######## design 1 ########
<file path="src/rtl/reqarb_pkg.sv">
// ----------------------------------------------------------------------------
// reqarb_pkg
// Shared definitions for the request arbiter and the request queue.
//   REQ_QUEUE_DEPTH_DEFAULT : default number of queue entries
//   req_v_t                 : 1-bit request payload type
//   ptr_w(depth)            : width of a wrapping FIFO pointer / occupancy
//                             value for a queue of 'depth' entries
// ----------------------------------------------------------------------------
package reqarb_pkg;

    localparam int REQ_QUEUE_DEPTH_DEFAULT = 4;

    typedef logic req_v_t;

    // One extra bit above the index lets full and empty be told apart
    // when the index bits of both pointers are equal.
    function automatic int ptr_w(input int depth);
        return $clog2(depth) + 1;
    endfunction

endpackage

</file>
<file path="src/rtl/sat_counter.sv">
// ----------------------------------------------------------------------------
// sat_counter
// Up-counter that stops at its all-ones value instead of wrapping.
//   CLK   : clock, rising edge
//   nRST  : synchronous active-high reset, clears value to 0
//   inc   : add one this cycle (ignored once saturated)
//   value : current count
// ----------------------------------------------------------------------------
module sat_counter #(
    parameter int W = 16
) (
    input  logic         CLK,
    input  logic         nRST,
    input  logic         inc,
    output logic [W-1:0] value
);

    // NOTE: sequential state is always assigned with <= so every register
    // samples its inputs from the same pre-edge values.
    always_ff @(posedge CLK) begin
        if (nRST) begin
            value <= '0;
        end else if (inc && (value != {W{1'b1}})) begin
            value <= value + 1'b1;
        end
    end

endmodule

</file>
<file path="src/rtl/req_queue.sv">
// ----------------------------------------------------------------------------
// req_queue
// Small FIFO that buffers the arbiter's merged 1-bit request method and
// replays it downstream, decoupling grant timing from back-pressure. Also
// keeps a saturating count of accepted requests whose payload is 1.
//   CLK         : clock, rising edge
//   nRST        : synchronous active-high reset
//   enq__ENA    : upstream enqueues this cycle (legal only while enq__RDY)
//   enq_v       : enqueue payload
//   enq__RDY    : high while the FIFO is not full
//   out_a__ENA  : block invokes the downstream method this cycle
//   out_a_v     : head entry, forced to 0 when empty
//   out_a__RDY  : downstream guard
//   level       : occupancy, 0..DEPTH
//   ones_count  : saturating count of accepted enqueues with payload 1
// ----------------------------------------------------------------------------
module req_queue
    import reqarb_pkg::*;
#(
    parameter int DEPTH = REQ_QUEUE_DEPTH_DEFAULT,
    parameter int CNT_W = 16
) (
    input  logic                      CLK,
    input  logic                      nRST,
    input  logic                      enq__ENA,
    input  logic                      enq_v,
    output logic                      enq__RDY,
    output logic                      out_a__ENA,
    output logic                      out_a_v,
    input  logic                      out_a__RDY,
    output logic [ptr_w(DEPTH)-1:0]   level,
    output logic [CNT_W-1:0]          ones_count
);

    localparam int PW = ptr_w(DEPTH);
    localparam int IW = PW - 1;

    req_v_t          r_mem [DEPTH];
    logic [PW-1:0]   r_rd_ptr;
    logic [PW-1:0]   r_wr_ptr;

    logic            w_empty;
    logic            w_full;
    logic            w_enq_fire;
    logic            w_deq_fire;
    logic [IW-1:0]   w_rd_idx;
    logic [IW-1:0]   w_wr_idx;

    assign w_rd_idx = r_rd_ptr[IW-1:0];
    assign w_wr_idx = r_wr_ptr[IW-1:0];

    assign w_empty = (r_rd_ptr == r_wr_ptr);
    assign w_full  = (w_rd_idx == w_wr_idx) && (r_rd_ptr[PW-1] != r_wr_ptr[PW-1]);

    // The enqueue guard depends only on registered state: a dequeue in the
    // same cycle does not open a slot until the next cycle.
    assign w_enq_fire = enq__ENA && !w_full;
    assign w_deq_fire = out_a__RDY && !w_empty;

    assign enq__RDY   = !w_full;
    assign out_a__ENA = w_deq_fire;
    assign out_a_v    = w_empty ? 1'b0 : r_mem[w_rd_idx];
    assign level      = r_wr_ptr - r_rd_ptr;

    always_ff @(posedge CLK) begin
        if (nRST) begin
            r_rd_ptr <= '0;
            r_wr_ptr <= '0;
        end else begin
            if (w_enq_fire) begin
                r_wr_ptr <= r_wr_ptr + 1'b1;
            end
            if (w_deq_fire) begin
                r_rd_ptr <= r_rd_ptr + 1'b1;
            end
        end
    end

    // NOTE: the storage array has no reset; the pointers alone decide which
    // entries are valid, and empty slots never reach out_a_v.
    always_ff @(posedge CLK) begin
        if (w_enq_fire) begin
            r_mem[w_wr_idx] <= enq_v;
        end
    end

    sat_counter #(
        .W(CNT_W)
    ) u_ones_cnt (
        .CLK   (CLK),
        .nRST  (nRST),
        .inc   (w_enq_fire && enq_v),
        .value (ones_count)
    );

endmodule

</file>
<file path="config.mk">
export PLATFORM = sky130hd
export DESIGN_NAME = req_queue
export DESIGN_NICKNAME = d
export VERILOG_FILES = /design/src/rtl/reqarb_pkg.sv /design/src/rtl/sat_counter.sv /design/src/rtl/req_queue.sv
export SDC_FILE = /design/constraint.sdc
export NUM_CORES = 1
export LEC_CHECK = 0
export ABC_AREA = 1
export CAP_MARGIN = 10
export CORE_UTILIZATION = 53
export DETAILED_ROUTE_END_ITERATION = 7
export GPL_ROUTABILITY_DRIVEN = 0
export PLACE_DENSITY = 0.8
export SYNTH_ARGS = -nofsm -noshare
export SYNTH_HDL_FRONTEND = slang
export SYNTH_SLANG_ARGS = --single-unit
</file>
<file path="constraint.sdc">
create_clock -name CLK -period 1.8 [get_ports CLK]
set_input_delay 0.54 -clock CLK [delete_from_list [all_inputs] [get_ports CLK]]
set_output_delay 0.54 -clock CLK [all_outputs]
set_load 0.1 [all_outputs]
</file>
######## design 2 ########
## src/rtl/shift_reg_ctrl.sv

```systemverilog
// rtl/shift_reg_ctrl.sv - command sequencer driving a 4-bit bidirectional shift register
// Accepts hold/shift/load commands and emits per-step S1/S0, DSR/DSL and D controls.
module shift_reg_ctrl (
   input  logic       CP,
   input  logic       CR,
   input  logic       cmd_valid,
   output logic       cmd_ready,
   input  logic [1:0] cmd_op,
   input  logic [2:0] cmd_cnt,
   input  logic [3:0] cmd_data,
   output logic       S1,
   output logic       S0,
   output logic       DSR,
   output logic       DSL,
   output logic [3:0] D,
   output logic       busy,
   output logic       done
);

   typedef enum logic {IDLE, RUN} state_t;

   state_t     state, state_nx;
   logic [1:0] op_q, op_nx;
   logic [3:0] data_q, data_nx;
   logic [2:0] last_q, last_nx;
   logic [2:0] idx_q, idx_nx;
   logic [7:0] drv_nx;
   logic       busy_nx;
   logic       done_nx;

   // Drive vector is {S1, S0, DSR, DSL, D}; pattern bits wrap modulo 4.
   function automatic logic [7:0] step_drive(input logic [1:0] op,
                                             input logic [3:0] data,
                                             input logic [2:0] idx);
      logic bit_v;
      bit_v = data[idx[1:0]];
      case (op)
         2'b01:   step_drive = {2'b01, bit_v, 1'b0, 4'h0};
         2'b10:   step_drive = {2'b10, 1'b0, bit_v, 4'h0};
         2'b11:   step_drive = {2'b11, 2'b00, data};
         default: step_drive = 8'h00;
      endcase
   endfunction

   assign cmd_ready = (state == IDLE);

   always_comb begin
      state_nx = state;
      op_nx    = op_q;
      data_nx  = data_q;
      last_nx  = last_q;
      idx_nx   = idx_q;
      drv_nx   = 8'h00;
      busy_nx  = 1'b0;
      done_nx  = 1'b0;
      case (state)
         IDLE: begin
            if (cmd_valid) begin
               state_nx = RUN;
               op_nx    = cmd_op;
               data_nx  = cmd_data;
               // Count 0 wraps to 7 here, which is the last index of an 8-step run.
               last_nx  = (cmd_op == 2'b11) ? 3'd0 : cmd_cnt - 3'd1;
               idx_nx   = 3'd0;
               drv_nx   = step_drive(cmd_op, cmd_data, 3'd0);
               busy_nx  = 1'b1;
            end
         end
         RUN: begin
            if (idx_q == last_q) begin
               state_nx = IDLE;
               done_nx  = 1'b1;
            end else begin
               idx_nx  = idx_q + 3'd1;
               drv_nx  = step_drive(op_q, data_q, idx_q + 3'd1);
               busy_nx = 1'b1;
            end
         end
         default: state_nx = IDLE;
      endcase
   end

   always_ff @(posedge CP or negedge CR) begin
      if (!CR) begin
         state  <= IDLE;
         op_q   <= 2'b00;
         data_q <= 4'h0;
         last_q <= 3'd0;
         idx_q  <= 3'd0;
         S1     <= 1'b0;
         S0     <= 1'b0;
         DSR    <= 1'b0;
         DSL    <= 1'b0;
         D      <= 4'h0;
         busy   <= 1'b0;
         done   <= 1'b0;
      end else begin
         state  <= state_nx;
         op_q   <= op_nx;
         data_q <= data_nx;
         last_q <= last_nx;
         idx_q  <= idx_nx;
         {S1, S0, DSR, DSL, D} <= drv_nx;
         busy   <= busy_nx;
         done   <= done_nx;
      end
   end

endmodule

```

## config.mk

```make
export PLATFORM = sky130hd
export DESIGN_NAME = shift_reg_ctrl
export DESIGN_NICKNAME = d
export VERILOG_FILES = /design/src/rtl/shift_reg_ctrl.sv
export SDC_FILE = /design/constraint.sdc
export NUM_CORES = 1
export LEC_CHECK = 0
export CORE_MARGIN = 8
export CORE_UTILIZATION = 46
export DETAILED_ROUTE_END_ITERATION = 8
export GPL_TIMING_DRIVEN = 1
export PLACE_DENSITY = 0.74
export SLEW_MARGIN = 15
export SYNTH_ARGS = -nofsm -noshare
export SYNTH_HDL_FRONTEND = slang
export SYNTH_SLANG_ARGS = --single-unit
export TNS_END_PERCENT = 30
```

## constraint.sdc

```tcl
create_clock -name CP -period 1.8 [get_ports CP]
set_input_delay 0.45 -clock CP [delete_from_list [all_inputs] [get_ports CP]]
set_output_delay 0.45 -clock CP [all_outputs]
set_load 0.1 [all_outputs]
```

######## design 3 ########
[src/rtl/timer_interrupt_controller_pkg.sv]
// Shared definitions for the timer interrupt controller: flag bit positions,
// vector addresses and entry-sequence state encoding.
package timer_interrupt_controller_pkg;

  localparam int TOV0_BIT  = 0;
  localparam int OCF0_BIT  = 1;
  localparam int TOV1_BIT  = 2;
  localparam int OCF1A_BIT = 4;

  // Only these TIFR/TIMSK positions belong to timer0/timer1 sources.
  localparam logic [7:0] IRQ_MASK = 8'h17;

  localparam logic [15:0] VEC_OCF1A = 16'h000E;
  localparam logic [15:0] VEC_TOV1  = 16'h0012;
  localparam logic [15:0] VEC_OCF0  = 16'h0014;
  localparam logic [15:0] VEC_TOV0  = 16'h0016;

  typedef enum logic [1:0] {
    ST_IDLE   = 2'd0,
    ST_PUSH_L = 2'd1,
    ST_PUSH_H = 2'd2,
    ST_VECTOR = 2'd3
  } irq_state_e;

  typedef struct packed {
    logic        valid;
    logic [7:0]  flag;
    logic [15:0] vector;
  } irq_sel_t;

  function automatic irq_sel_t irq_select(input logic [7:0] req);
    irq_sel_t s;
    s = '0;
    if (req[OCF1A_BIT]) begin
      s.valid = 1'b1; s.flag[OCF1A_BIT] = 1'b1; s.vector = VEC_OCF1A;
    end else if (req[TOV1_BIT]) begin
      s.valid = 1'b1; s.flag[TOV1_BIT] = 1'b1; s.vector = VEC_TOV1;
    end else if (req[OCF0_BIT]) begin
      s.valid = 1'b1; s.flag[OCF0_BIT] = 1'b1; s.vector = VEC_OCF0;
    end else if (req[TOV0_BIT]) begin
      s.valid = 1'b1; s.flag[TOV0_BIT] = 1'b1; s.vector = VEC_TOV0;
    end
    return s;
  endfunction

endpackage

[src/rtl/timer_interrupt_controller_irq_priority_encoder.sv]
// Fixed-priority selection of the pending timer interrupt: one-hot flag plus
// its vector address. Purely combinational.
module irq_priority_encoder
  import timer_interrupt_controller_pkg::*;
#(
  parameter int PC_WIDTH = 14
) (
  input  logic [7:0]          req,
  output logic                valid,
  output logic [7:0]          flag,
  output logic [PC_WIDTH-1:0] vector
);

  irq_sel_t sel;

  // Reserved positions never raise an interrupt.
  logic unused_req;
  assign unused_req = ^{req[7:5], req[3]};

  always_comb begin
    sel = irq_select(req & IRQ_MASK);
  end

  assign valid  = sel.valid;
  assign flag   = sel.flag;
  assign vector = PC_WIDTH'(sel.vector);

endmodule

[src/rtl/timer_interrupt_controller.sv]
// AVR-style timer interrupt entry: pushes the return PC, clears I, acks the
// serviced flag and jumps to the vector; also re-enables I on RETI.
module timer_interrupt_controller
  import timer_interrupt_controller_pkg::*;
#(
  parameter int PC_WIDTH = 14,
  parameter int SP_WIDTH = 16
) (
  input  logic                clk,
  input  logic                reset_n,
  input  logic [7:0]          tifr,
  input  logic [7:0]          timsk,
  input  logic                sreg_i,
  input  logic                instr_boundary,
  input  logic                reti,
  input  logic [PC_WIDTH-1:0] pc,
  input  logic [SP_WIDTH-1:0] sp,
  output logic                irq_pending,
  output logic                busy,
  output logic                mem_we,
  output logic [SP_WIDTH-1:0] mem_addr,
  output logic [7:0]          mem_data,
  output logic                sp_dec,
  output logic                pc_overwrite,
  output logic [PC_WIDTH-1:0] pc_new,
  output logic                clear_i,
  output logic                set_i,
  output logic [7:0]          tifr_clear
);

  irq_state_e          state;
  logic                inhibit;
  logic                enc_valid;
  logic [7:0]          enc_flag;
  logic [PC_WIDTH-1:0] enc_vector;
  logic [7:0]          flag_l;
  logic [PC_WIDTH-1:0] vec_l;
  logic [PC_WIDTH-1:0] pc_l;
  logic [SP_WIDTH-1:0] sp_l;
  logic [15:0]         pc_ext;
  logic                accept;

  irq_priority_encoder #(.PC_WIDTH(PC_WIDTH)) u_enc (
    .req    (tifr & timsk),
    .valid  (enc_valid),
    .flag   (enc_flag),
    .vector (enc_vector)
  );

  assign irq_pending = enc_valid;
  assign pc_ext      = 16'(pc_l);
  assign accept      = instr_boundary & sreg_i & enc_valid & ~inhibit & ~reti;

  always_ff @(posedge clk or negedge reset_n) begin
    if (!reset_n) begin
      state        <= ST_IDLE;
      inhibit      <= 1'b0;
      flag_l       <= '0;
      vec_l        <= '0;
      pc_l         <= '0;
      sp_l         <= '0;
      busy         <= 1'b0;
      mem_we       <= 1'b0;
      mem_addr     <= '0;
      mem_data     <= '0;
      sp_dec       <= 1'b0;
      pc_overwrite <= 1'b0;
      pc_new       <= '0;
      clear_i      <= 1'b0;
      set_i        <= 1'b0;
      tifr_clear   <= '0;
    end else begin
      busy         <= 1'b0;
      mem_we       <= 1'b0;
      mem_addr     <= '0;
      mem_data     <= '0;
      sp_dec       <= 1'b0;
      pc_overwrite <= 1'b0;
      pc_new       <= '0;
      clear_i      <= 1'b0;
      set_i        <= 1'b0;
      tifr_clear   <= '0;
      unique case (state)
        ST_IDLE: begin
          // RETI wins over a coincident boundary; the boundary that follows
          // RETI only releases the inhibit so one instruction always runs.
          if (reti) begin
            set_i   <= 1'b1;
            inhibit <= 1'b1;
          end else if (instr_boundary && inhibit) begin
            inhibit <= 1'b0;
          end else if (accept) begin
            flag_l   <= enc_flag;
            vec_l    <= enc_vector;
            pc_l     <= pc;
            sp_l     <= sp;
            state    <= ST_PUSH_L;
            busy     <= 1'b1;
            mem_we   <= 1'b1;
            mem_addr <= sp;
            mem_data <= pc[7:0];
            sp_dec   <= 1'b1;
          end
        end
        ST_PUSH_L: begin
          state    <= ST_PUSH_H;
          busy     <= 1'b1;
          mem_we   <= 1'b1;
          mem_addr <= sp_l - SP_WIDTH'(1);
          mem_data <= pc_ext[15:8];
          sp_dec   <= 1'b1;
        end
        ST_PUSH_H: begin
          state        <= ST_VECTOR;
          busy         <= 1'b1;
          pc_overwrite <= 1'b1;
          pc_new       <= vec_l;
          clear_i      <= 1'b1;
          tifr_clear   <= flag_l;
        end
        ST_VECTOR: begin
          state <= ST_IDLE;
        end
        default: state <= ST_IDLE;
      endcase
    end
  end

endmodule

[config.mk]
export PLATFORM = sky130hd
export DESIGN_NAME = timer_interrupt_controller
export DESIGN_NICKNAME = d
export VERILOG_FILES = /design/src/rtl/timer_interrupt_controller_pkg.sv /design/src/rtl/timer_interrupt_controller_irq_priority_encoder.sv /design/src/rtl/timer_interrupt_controller.sv
export SDC_FILE = /design/constraint.sdc
export NUM_CORES = 1
export LEC_CHECK = 0
export CAP_MARGIN = 25
export CORE_MARGIN = 8
export CORE_UTILIZATION = 53
export DETAILED_ROUTE_END_ITERATION = 8
export HOLD_SLACK_MARGIN = 0.03
export PLACE_DENSITY_LB_ADDON = 0.2
export SYNTH_ARGS = -nofsm -noshare
export SYNTH_HDL_FRONTEND = slang
export SYNTH_HIERARCHICAL = 1
export SYNTH_SLANG_ARGS = --single-unit
[constraint.sdc]
create_clock -name clk -period 4.45 [get_ports clk]
set_input_delay 0.89 -clock clk [delete_from_list [all_inputs] [get_ports clk]]
set_output_delay 0.89 -clock clk [all_outputs]
set_load 0.1 [all_outputs]
######## design 4 ########
$ cat src/rtl/salsa_pkg.sv
// Shared types and constants for the Salsa20 xor-stream front end.
// Holds the FSM state enum, block geometry and the input word mux.
package salsa_pkg;

    localparam int SALSA_IN_WORDS    = 12;
    localparam int SALSA_BLOCK_BYTES = 64;
    localparam int WORD_CNT_W        = 4;
    localparam int BYTE_IDX_W        = 6;

    typedef logic [WORD_CNT_W-1:0] word_cnt_t;
    typedef logic [BYTE_IDX_W-1:0] byte_idx_t;

    typedef enum logic [2:0] {
        ST_IDLE,
        ST_SEND,
        ST_WAIT,
        ST_FILL,
        ST_XOR
    } state_e;

    localparam word_cnt_t LAST_WORD = word_cnt_t'(SALSA_IN_WORDS - 1);
    localparam byte_idx_t LAST_BYTE = byte_idx_t'(SALSA_BLOCK_BYTES - 1);

    // Serial word n of the core input: key0..7, nonce0..1, pos lo, pos hi.
    function automatic logic [31:0] in_word(
        input logic [255:0] key,
        input logic [63:0]  nonce,
        input logic [63:0]  pos,
        input word_cnt_t    n
    );
        logic [31:0] w;
        w = '0;
        case (n)
            4'd8:    w = nonce[31:0];
            4'd9:    w = nonce[63:32];
            4'd10:   w = pos[31:0];
            4'd11:   w = pos[63:32];
            default: w = key[{n[2:0], 5'd0} +: 32];
        endcase
        return w;
    endfunction

endpackage

$ cat src/rtl/salsa_ks_buffer.sv
// 64x8 keystream buffer: one write port, one combinational read port.
// Ports: clk, reset_n, we/waddr/wdata (write), raddr/rdata (read).
module salsa_ks_buffer
    import salsa_pkg::*;
(
    input  logic       clk,
    input  logic       reset_n,
    input  logic       we,
    input  logic [5:0] waddr,
    input  logic [7:0] wdata,
    input  logic [5:0] raddr,
    output logic [7:0] rdata
);

    logic [7:0] mem [SALSA_BLOCK_BYTES];

    always_ff @(posedge clk or negedge reset_n) begin
        if (!reset_n) begin
            for (int i = 0; i < SALSA_BLOCK_BYTES; i++) begin
                mem[i] <= '0;
            end
        end else if (we) begin
            mem[waddr] <= wdata;
        end
    end

    assign rdata = mem[raddr];

endmodule

$ cat src/rtl/salsa_xor_stream.sv
// Salsa20 byte-stream engine around salsa_hash: sends key/nonce/pos words,
// buffers 64 keystream bytes, XORs them onto the plaintext stream.
// Ports: cfg_* (key/nonce/pos load), halt, pt_*/ct_* byte streams,
// hash_* (core word in / byte out), pos_out (current block), busy.
module salsa_xor_stream
    import salsa_pkg::*;
(
    input  logic         clk,
    input  logic         reset_n,
    input  logic         cfg_valid,
    output logic         cfg_ready,
    input  logic [255:0] cfg_key,
    input  logic [63:0]  cfg_nonce,
    input  logic [63:0]  cfg_pos,
    input  logic         halt,
    input  logic         pt_valid,
    output logic         pt_ready,
    input  logic [7:0]   pt_data,
    output logic         ct_valid,
    input  logic         ct_ready,
    output logic [7:0]   ct_data,
    output logic         hash_start,
    output logic [31:0]  hash_data,
    input  logic         hash_ready,
    input  logic         hash_writes,
    input  logic [7:0]   hash_byte,
    output logic [63:0]  pos_out,
    output logic         busy
);

    state_e       state_q;
    state_e       state_d;
    word_cnt_t    word_cnt;
    byte_idx_t    idx;
    logic         halt_q;
    logic [255:0] key_q;
    logic [63:0]  nonce_q;
    logic [7:0]   ks_byte;

    logic cfg_fire;
    logic send_fire;
    logic ks_we;
    logic pt_fire;
    logic last_fill;
    logic last_xor;
    logic in_block;

    assign cfg_fire  = (state_q == ST_IDLE) && cfg_valid;
    // Word 0 waits for the core; the rest follow back to back.
    assign send_fire = (state_q == ST_SEND) &&
                       ((word_cnt != '0) || hash_ready);
    assign ks_we     = ((state_q == ST_WAIT) || (state_q == ST_FILL)) &&
                       hash_writes;
    assign pt_fire   = pt_valid && pt_ready;
    assign last_fill = (state_q == ST_FILL) && hash_writes &&
                       (idx == LAST_BYTE);
    assign last_xor  = pt_fire && (idx == LAST_BYTE);
    assign in_block  = (state_q == ST_SEND) || (state_q == ST_WAIT) ||
                       (state_q == ST_FILL);

    salsa_ks_buffer u_buf (
        .clk     (clk),
        .reset_n (reset_n),
        .we      (ks_we),
        .waddr   (idx),
        .wdata   (hash_byte),
        .raddr   (idx),
        .rdata   (ks_byte)
    );

    always_ff @(posedge clk or negedge reset_n) begin
        if (!reset_n) begin
            state_q <= ST_IDLE;
        end else begin
            state_q <= state_d;
        end
    end

    always_comb begin
        state_d = state_q;
        unique case (state_q)
            ST_IDLE: begin
                if (cfg_valid) state_d = ST_SEND;
            end
            ST_SEND: begin
                if (send_fire && (word_cnt == LAST_WORD)) state_d = ST_WAIT;
            end
            ST_WAIT: begin
                if (hash_writes) state_d = ST_FILL;
            end
            ST_FILL: begin
                if (last_fill) begin
                    state_d = (halt_q || halt) ? ST_IDLE : ST_XOR;
                end
            end
            ST_XOR: begin
                if (halt) begin
                    state_d = ST_IDLE;
                end else if (last_xor) begin
                    state_d = ST_SEND;
                end
            end
            default: state_d = ST_IDLE;
        endcase
    end

    always_comb begin
        cfg_ready = 1'b0;
        pt_ready  = 1'b0;
        busy      = 1'b1;
        unique case (state_q)
            ST_IDLE: begin
                cfg_ready = 1'b1;
                busy      = 1'b0;
            end
            ST_XOR: begin
                pt_ready = !ct_valid || ct_ready;
            end
            default: begin
            end
        endcase
    end

    always_ff @(posedge clk or negedge reset_n) begin
        if (!reset_n) begin
            word_cnt   <= '0;
            idx        <= '0;
            halt_q     <= 1'b0;
            key_q      <= '0;
            nonce_q    <= '0;
            pos_out    <= '0;
            hash_start <= 1'b0;
            hash_data  <= '0;
        end else begin
            hash_start <= 1'b0;
            hash_data  <= '0;
            if (cfg_fire) begin
                key_q   <= cfg_key;
                nonce_q <= cfg_nonce;
                pos_out <= cfg_pos;
                halt_q  <= 1'b0;
                idx     <= '0;
                // Issue word 0 straight from the cfg bus when the core is idle.
                if (hash_ready) begin
                    hash_start <= 1'b1;
                    hash_data  <= cfg_key[31:0];
                    word_cnt   <= word_cnt_t'(1);
                end else begin
                    word_cnt <= '0;
                end
            end
            if (send_fire) begin
                hash_start <= (word_cnt == '0);
                hash_data  <= in_word(key_q, nonce_q, pos_out, word_cnt);
                word_cnt   <= (word_cnt == LAST_WORD) ? '0 : word_cnt + 1'b1;
            end
            if (halt && in_block) halt_q <= 1'b1;
            if (last_fill) halt_q <= 1'b0;
            // idx wraps to 0 after byte 63 in both FILL and XOR.
            if (ks_we) idx <= idx + 1'b1;
            if (pt_fire) idx <= idx + 1'b1;
            if ((state_q == ST_XOR) && halt) idx <= '0;
            if (last_xor) pos_out <= pos_out + 64'd1;
        end
    end

    always_ff @(posedge clk or negedge reset_n) begin
        if (!reset_n) begin
            ct_valid <= 1'b0;
            ct_data  <= '0;
        end else if (pt_fire) begin
            ct_valid <= 1'b1;
            ct_data  <= pt_data ^ ks_byte;
        end else if (ct_ready) begin
            ct_valid <= 1'b0;
        end
    end

endmodule

$ cat config.mk
export PLATFORM = sky130hd
export DESIGN_NAME = salsa_xor_stream
export DESIGN_NICKNAME = d
export VERILOG_FILES = /design/src/rtl/salsa_pkg.sv /design/src/rtl/salsa_ks_buffer.sv /design/src/rtl/salsa_xor_stream.sv
export SDC_FILE = /design/constraint.sdc
export NUM_CORES = 2
export LEC_CHECK = 0
export CELL_PAD_IN_SITES_DETAIL_PLACEMENT = 0
export CELL_PAD_IN_SITES_GLOBAL_PLACEMENT = 1
export CORE_UTILIZATION = 48
export DETAILED_ROUTE_END_ITERATION = 8
export PLACE_DENSITY_LB_ADDON = 0.1
export SLEW_MARGIN = 20
export SYNTH_ARGS = -nofsm -noshare
export SYNTH_HDL_FRONTEND = slang
export SYNTH_SLANG_ARGS = --single-unit
$ cat constraint.sdc
create_clock -name clk -period 8.3 [get_ports clk]
set_clock_uncertainty 0.15 [all_clocks]
set_input_delay 1.245 -clock clk [delete_from_list [all_inputs] [get_ports clk]]
set_output_delay 1.245 -clock clk [all_outputs]
set_load 0.005 [all_outputs]
### I/O nets highlighted, design 2

(8 px per um)
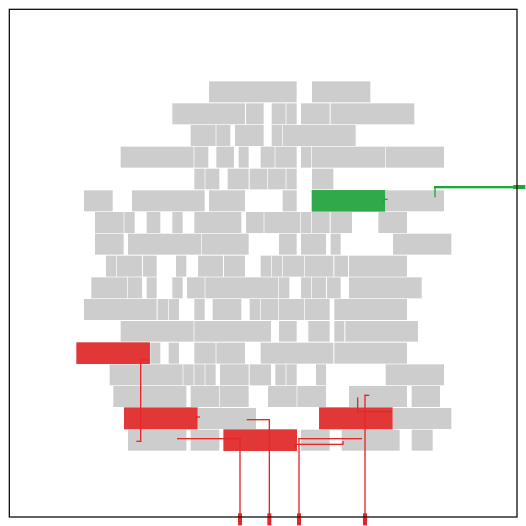
S0 -> green  # direction output, end cells 1, buffers 1, wire 11.9 um
D -> red  # direction output, end cells 4, buffers 4, wire 89.0 um

==> flow_summary.ini, design 2 <==
; implementation run metrics
[grt]
grt_most_used_layer = met2
grt_util_met1_pct = 13.88
groute.usage.overall_pct = 12.09

[layout]
comb_cells = 70
nNonClkInverters = 4
area.share.sequential_pct = 37.64
layout_top_cells = sky130_fd_sc_hd__nand2_1 (26), sky130_fd_sc_hd__dfrtp_1 (21), sky130_fd_sc_hd__clkdlybuf4s50_1 (11), sky130_fd_sc_hd__buf_12 (11), sky130_fd_sc_hd__o21ai_0 (8)
areaGrowthSynthToFinish_pct = 43.19
clock_cell_area_share_pct = 3.568

[floorplan]
floorplan.core_area_mm2 = 0.002170
die_w_um = 63.29
initCoreUtil_pct = 47.40
num_io_pins = 23

[route]
drt_iter0_markers = 26
met1_length_um = 992
dr_total_vias = 859
dr.pass1.iters = 4
postRouteAntennaNets = 0

[clock_tree]
clk_latency_ns = 0.32
worst_setup_hold_path_clk_slew_ns = 0.12
clock_sink_count = 22

[setup_path]
number_of_gates_on_the_worst_path_with_buffers_counted = 2
timing.setup.critical_path_class = flop to output pin
worstRegToRegCells = 4
timing.critical_path.max_delay_family = flip-flops
reg2reg_from = idx_q[0]

[sta]
min_period_ns = 1.679
fin_worst_skew_ns = 0.001522
report.final.setup_viol = 0
layout_setup_ws_ns = 0.1213

[outcome]
status = completed

[place]
io_buffer_count = 22

[logic_synthesis]
synthTopCellsByCount = sky130_fd_sc_hd__nand2_1 (26), sky130_fd_sc_hd__dfrtp_1 (22), sky130_fd_sc_hd__o21ai_0 (8), sky130_fd_sc_hd__a32o_1 (4), sky130_fd_sc_hd__inv_1 (4)
design 2: per-stage QoR:
stage,area (um2)
2_1_floorplan,1046
3_3_place_gp,1420
3_5_place_dp,1420
4_1_cts,1473
5_1_grt,1473
6_report,1473
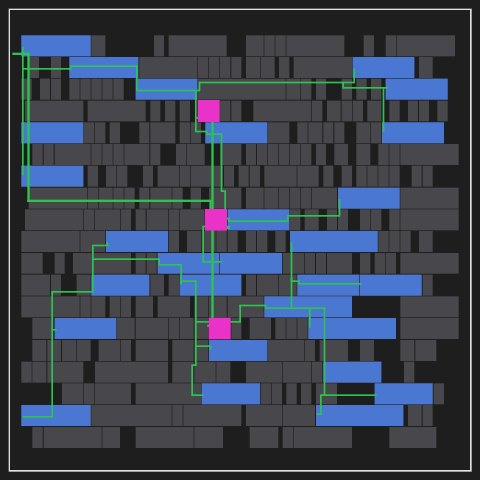
*Clock wires, drivers and flops, design 1*
(8 px per um)
clock drivers -> magenta  # count 3
clock wires -> green  # length 329 um
flip-flops -> blue  # count 28
routed clock nets = 4
Worst Clk Skew: 0.002779 ns

==> flow_summary.ini, design 1 <==
; implementation run metrics
[logic_synthesis]
async_reset_ff_share_pct = 0
post_synthesis_cell_type_with_the_largest_instance_count = sky130_fd_sc_hd__nand2_1
synth.lib_cells_used.distinct = 22
ys_seq_elements = 28
synthesis.yosys.warnings = 0

[layout]
areaGrowthSynthToFinish_pct = 49.20
sequential_cell_area_um2 = 631.9
drive_above_1_share_pct = 27.87
largest_reg_flops = 16

[sta]
fin_setup_tns_ns = -1.863
layout_setup_ws_ns = -0.4433
report.final.setup_viol = 5
fmax_ghz = 0.4458

[route]
drt_iter0_markers = 76
detail_route.drc_violations = 3

[grt]
grtUsageMet2_pct = 48.67
grt_most_used_layer = met2
grt_util_met1_pct = 30.46
groute.usage.overall_pct = 26.66
groute.layer.met3.usage_pct = 3.855

[setup_path]
worst_setup_path_endpoint = level[1]
timing.setup.critical_path_class = flop to output pin
critPathArrivalTime_ns = 1.70
setup.worst_path.end_class = output pin

[floorplan]
floorplan.core_area_mm2 = 0.002829

[run]
max_cap_violations = 0

[outcome]
violations = design-rule violations, negative setup slack
status = finished with violations
[design 1: through the flow]
stage | area (um2) | cells
2_1_floorplan | 1738 | 245
3_3_place_gp | 2355 | 314
3_5_place_dp | 2355 | 314
4_1_cts | 2417 | 318
5_1_grt | 2436 | 318
6_report | 2436 | 318
[design 1: final cells by class]
type | instances | share of cell area, %
Clock inverter | 1 | 1.233
Tap cell | 31 | 1.592
Clock buffer | 3 | 0.9245
Sequential cell | 28 | 25.94
Timing Repair Buffer | 43 | 25.27
Inverter | 34 | 5.496
Multi-Input combinational cell | 178 | 39.55
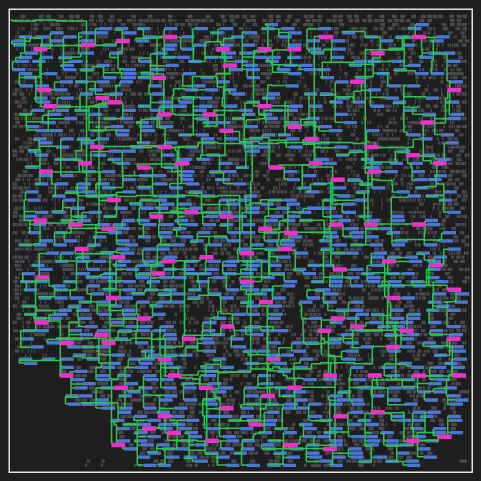
*Clock wires, drivers and flops, design 4*
(1.5 px per um)
clock drivers -> magenta  # count 104
clock wires -> green  # length 12600 um
flip-flops -> blue  # count 952
routed clock nets = 105
flops lie = all over the die

==> flow_summary.ini, design 4 <==
; implementation run metrics
[outcome]
status = completed

[logic_synthesis]
post_synthesis_cell_type_with_the_largest_instance_count = sky130_fd_sc_hd__nand2_1
synthCells = 4103
yosysTopAreaCell = sky130_fd_sc_hd__dfrtp_1
post-synth-top-area-fraction_pct = 53.14
ys_seq_share_pct = 53.14

[layout]
largest_reg_flops = 512
fillers = 7800
layout.cells.most_common = sky130_fd_sc_hd__nand2_1
area.share.sequential_pct = 43.75
flip_flop_and_latch_count = 952
final_std_cells_w_o_fill = 5835

[grt]
overflow = 0
grt_most_used_layer = met2
pin_count_of_the_biggest_net_entering_global_routing = 189
wire_length_of_the_first_global_routing_pass_um = 225900

[setup_path]
crit_chain = buf_4 -> inv_1 -> nand3_1 -> a21oi_1 -> a211o_1 -> nor4_1 -> xor2_1 -> o21ai_1
critical_path.max_stage_delay_ns = 0.82
timing.setup.critical_path_class = flop to flop
reg2reg_from = idx[2]
setup.worst_path.end_class = flop
critPathBufInv = 2
timing.critical_path.slowest_stage_cell = sky130_fd_sc_hd__dfrtp_4

[clock_tree]
postCtsSetupRepairBufs = 0
ctsHtreeMaxLevel = 3
clock_sink_count = 952
root_buffer = sky130_fd_sc_hd__clkbuf_16

[route]
wl_met2_um = 69490
dr.pass1.iters = 7

[run]
max_cap_violations = 0

[place]
io_buffer_count = 516

[sta]
fmax_ghz = 0.2136
-- design 4: tightest hold or removal path, cell delays in order, from the launching register on --
cell and delay, ns:
sky130_fd_sc_hd__dfrtp_1 0.33, sky130_fd_sc_hd__nand2_1 0.05, sky130_fd_sc_hd__nand2_1 0.05
-- design 4: worst paths after layout --
kind                             endpoint  slack [ns]  cells after the start
min reg2reg                    key_q[219]        0.32                      2
max                            ct_data[7]        3.62                      8
max in group asynchronous  u_buf.mem[339]        5.73                      3
min                            key_q[219]        0.32                      2
max reg2reg                    ct_data[7]        3.62                      8
min in group asynchronous  u_buf.mem[115]        0.40                      1
### Congestion heat map, design 3

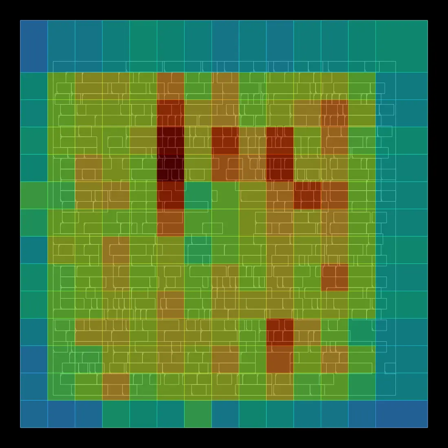
met3 Resource Use GR: 6.212%
DR WL/cell: 14.85 um
all-layer global routing usage: 15.21%
most crowded layer after global routing: met2

==> flow_summary.ini, design 3 <==
; implementation run metrics
[layout]
buffer_area_share_pct = 18.88
sequential_cell_area_mm2 = 0.002427
n_clock_buffer = 14

[sta]
max_slew_margin_pct = 32.25
min_period_ns = 3.249
hold_viol_final = 0

[clock_tree]
cts_hold_repair.buffers = 0
clock_sink_count = 97

[setup_path]
regToRegSetupSlack_ns = 2.34
number_of_gates_on_the_worst_path_with_buffers_counted = 4
timing.setup.critical_path_class = primary input to output pin
cp-startpoint = tifr[2]

[floorplan]
die_w_um = 102.8
num_io_pins = 104
floorplan.core_area_mm2 = 0.007292

[place]
dp.cells = 498

[route]
postRouteAntennaNets = 0

[grt]
grtUsageMet2_pct = 24.43
overflow = 0

[outcome]
status = completed
==> design 3: sequential cells by signal, summed over array words and instances, names as in the netlist, 2 cells and up <==
register / cells
mem_data: 8
vec_l: 14
sp_l: 16
pc_new: 14
mem_addr: 16
pc_l: 6
flag_l: 8
tifr_clear: 8
state: 2
==> design 3: metrics by stage <==
step	hold WS [ns]	area (um2)	setup slack [ns]
after global placement	0.4507	4938	1.217
after global routing	0.4907	5129	1.153
after detailed placement	0.4569	4938	1.194
after floorplan	0.4402	4044	1.283
after CTS	0.4768	5129	1.196
final	0.4737	5129	1.201

==> screenshots <==
Routed metal per tile.
(a)
(4 px per um) The die is cut into 21 by 21 equal tiles; white is low, dark blue is high, scaled to the fullest tile. Values are wire area over tile area, all layers added.
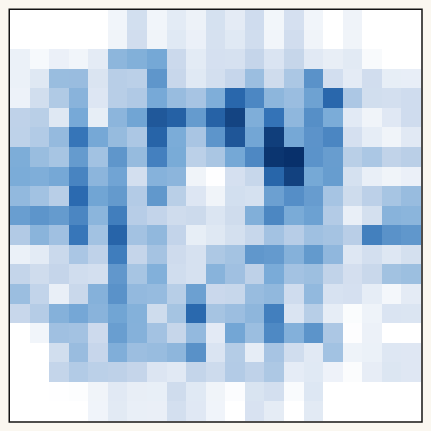
(b)
(1 px per um) The die is cut into 31 by 31 equal tiles; white is low, dark blue is high, scaled to the fullest tile. Values are wire area over tile area, all layers added.
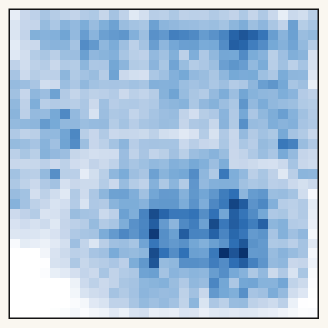
(c)
(6 px per um) The die is cut into 13 by 13 equal tiles; white is low, dark blue is high, scaled to the fullest tile. Values are wire area over tile area, all layers added.
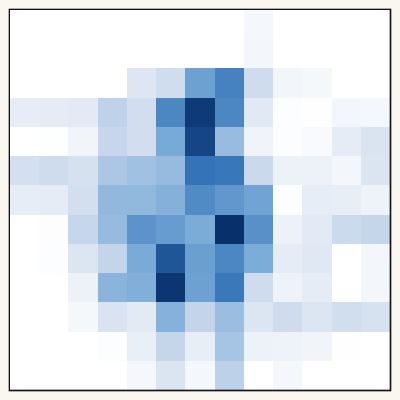
(d)
(6 px per um) The die is cut into 12 by 12 equal tiles; white is low, dark blue is high, scaled to the fullest tile. Values are wire area over tile area, all layers added.
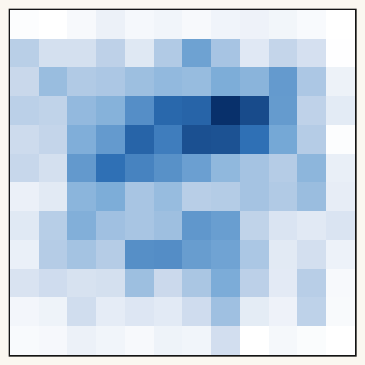
(b) -> design 4
(d) -> design 1
(c) -> design 2
(a) -> design 3
- largest die: (b)
- smallest die: (d)



==> notes/layouts.md <==
Pictures saved along the way, in no particular order.

I/O nets highlighted.
Plate I
(1.5 px per um)
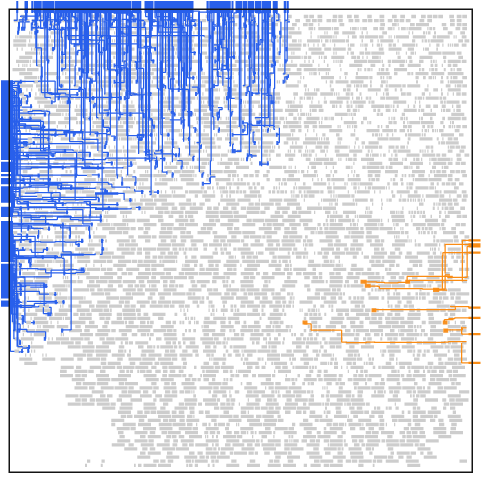
Plate II
(4 px per um)
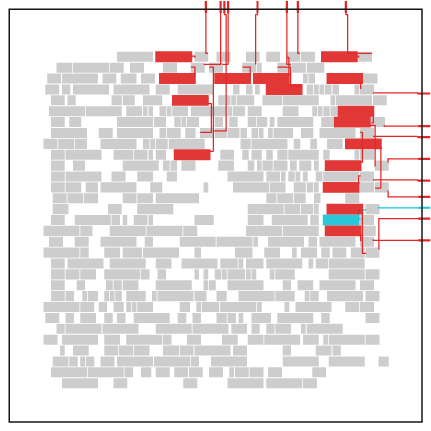
Plate III
(8 px per um)
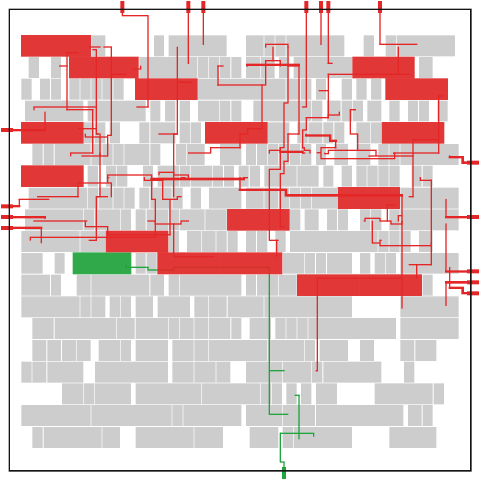
Plate II: design 3
Plate I: design 4
Plate III: design 1
The one with the most cells is Plate I.


==> layout pictures side by side <==
Congestion heat map.
image #1
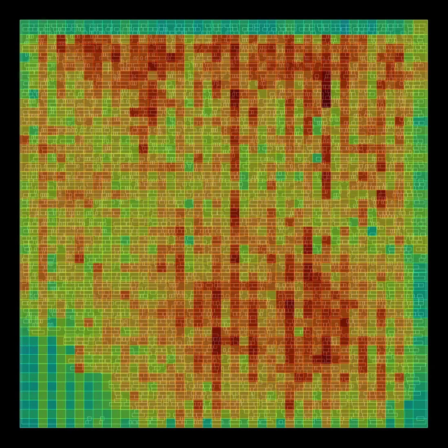
image #2
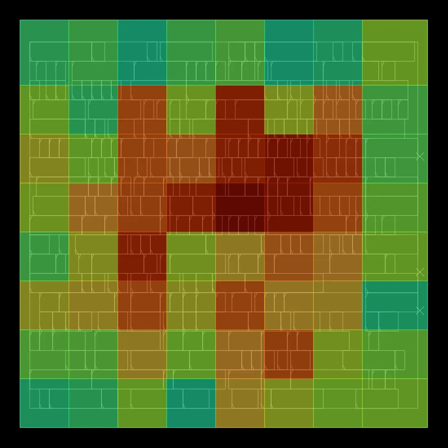
image #3
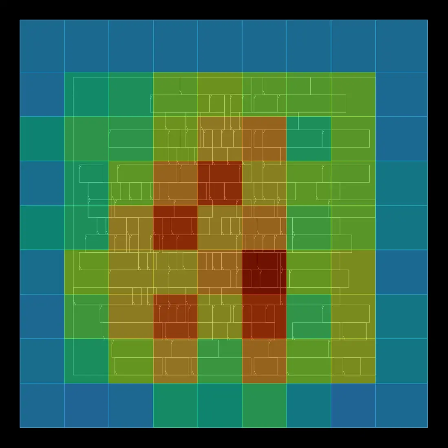
Of these, highest utilization: image #2
Of these, highest track usage: image #1
design 4: image #1
design 2: image #3
design 1: image #2

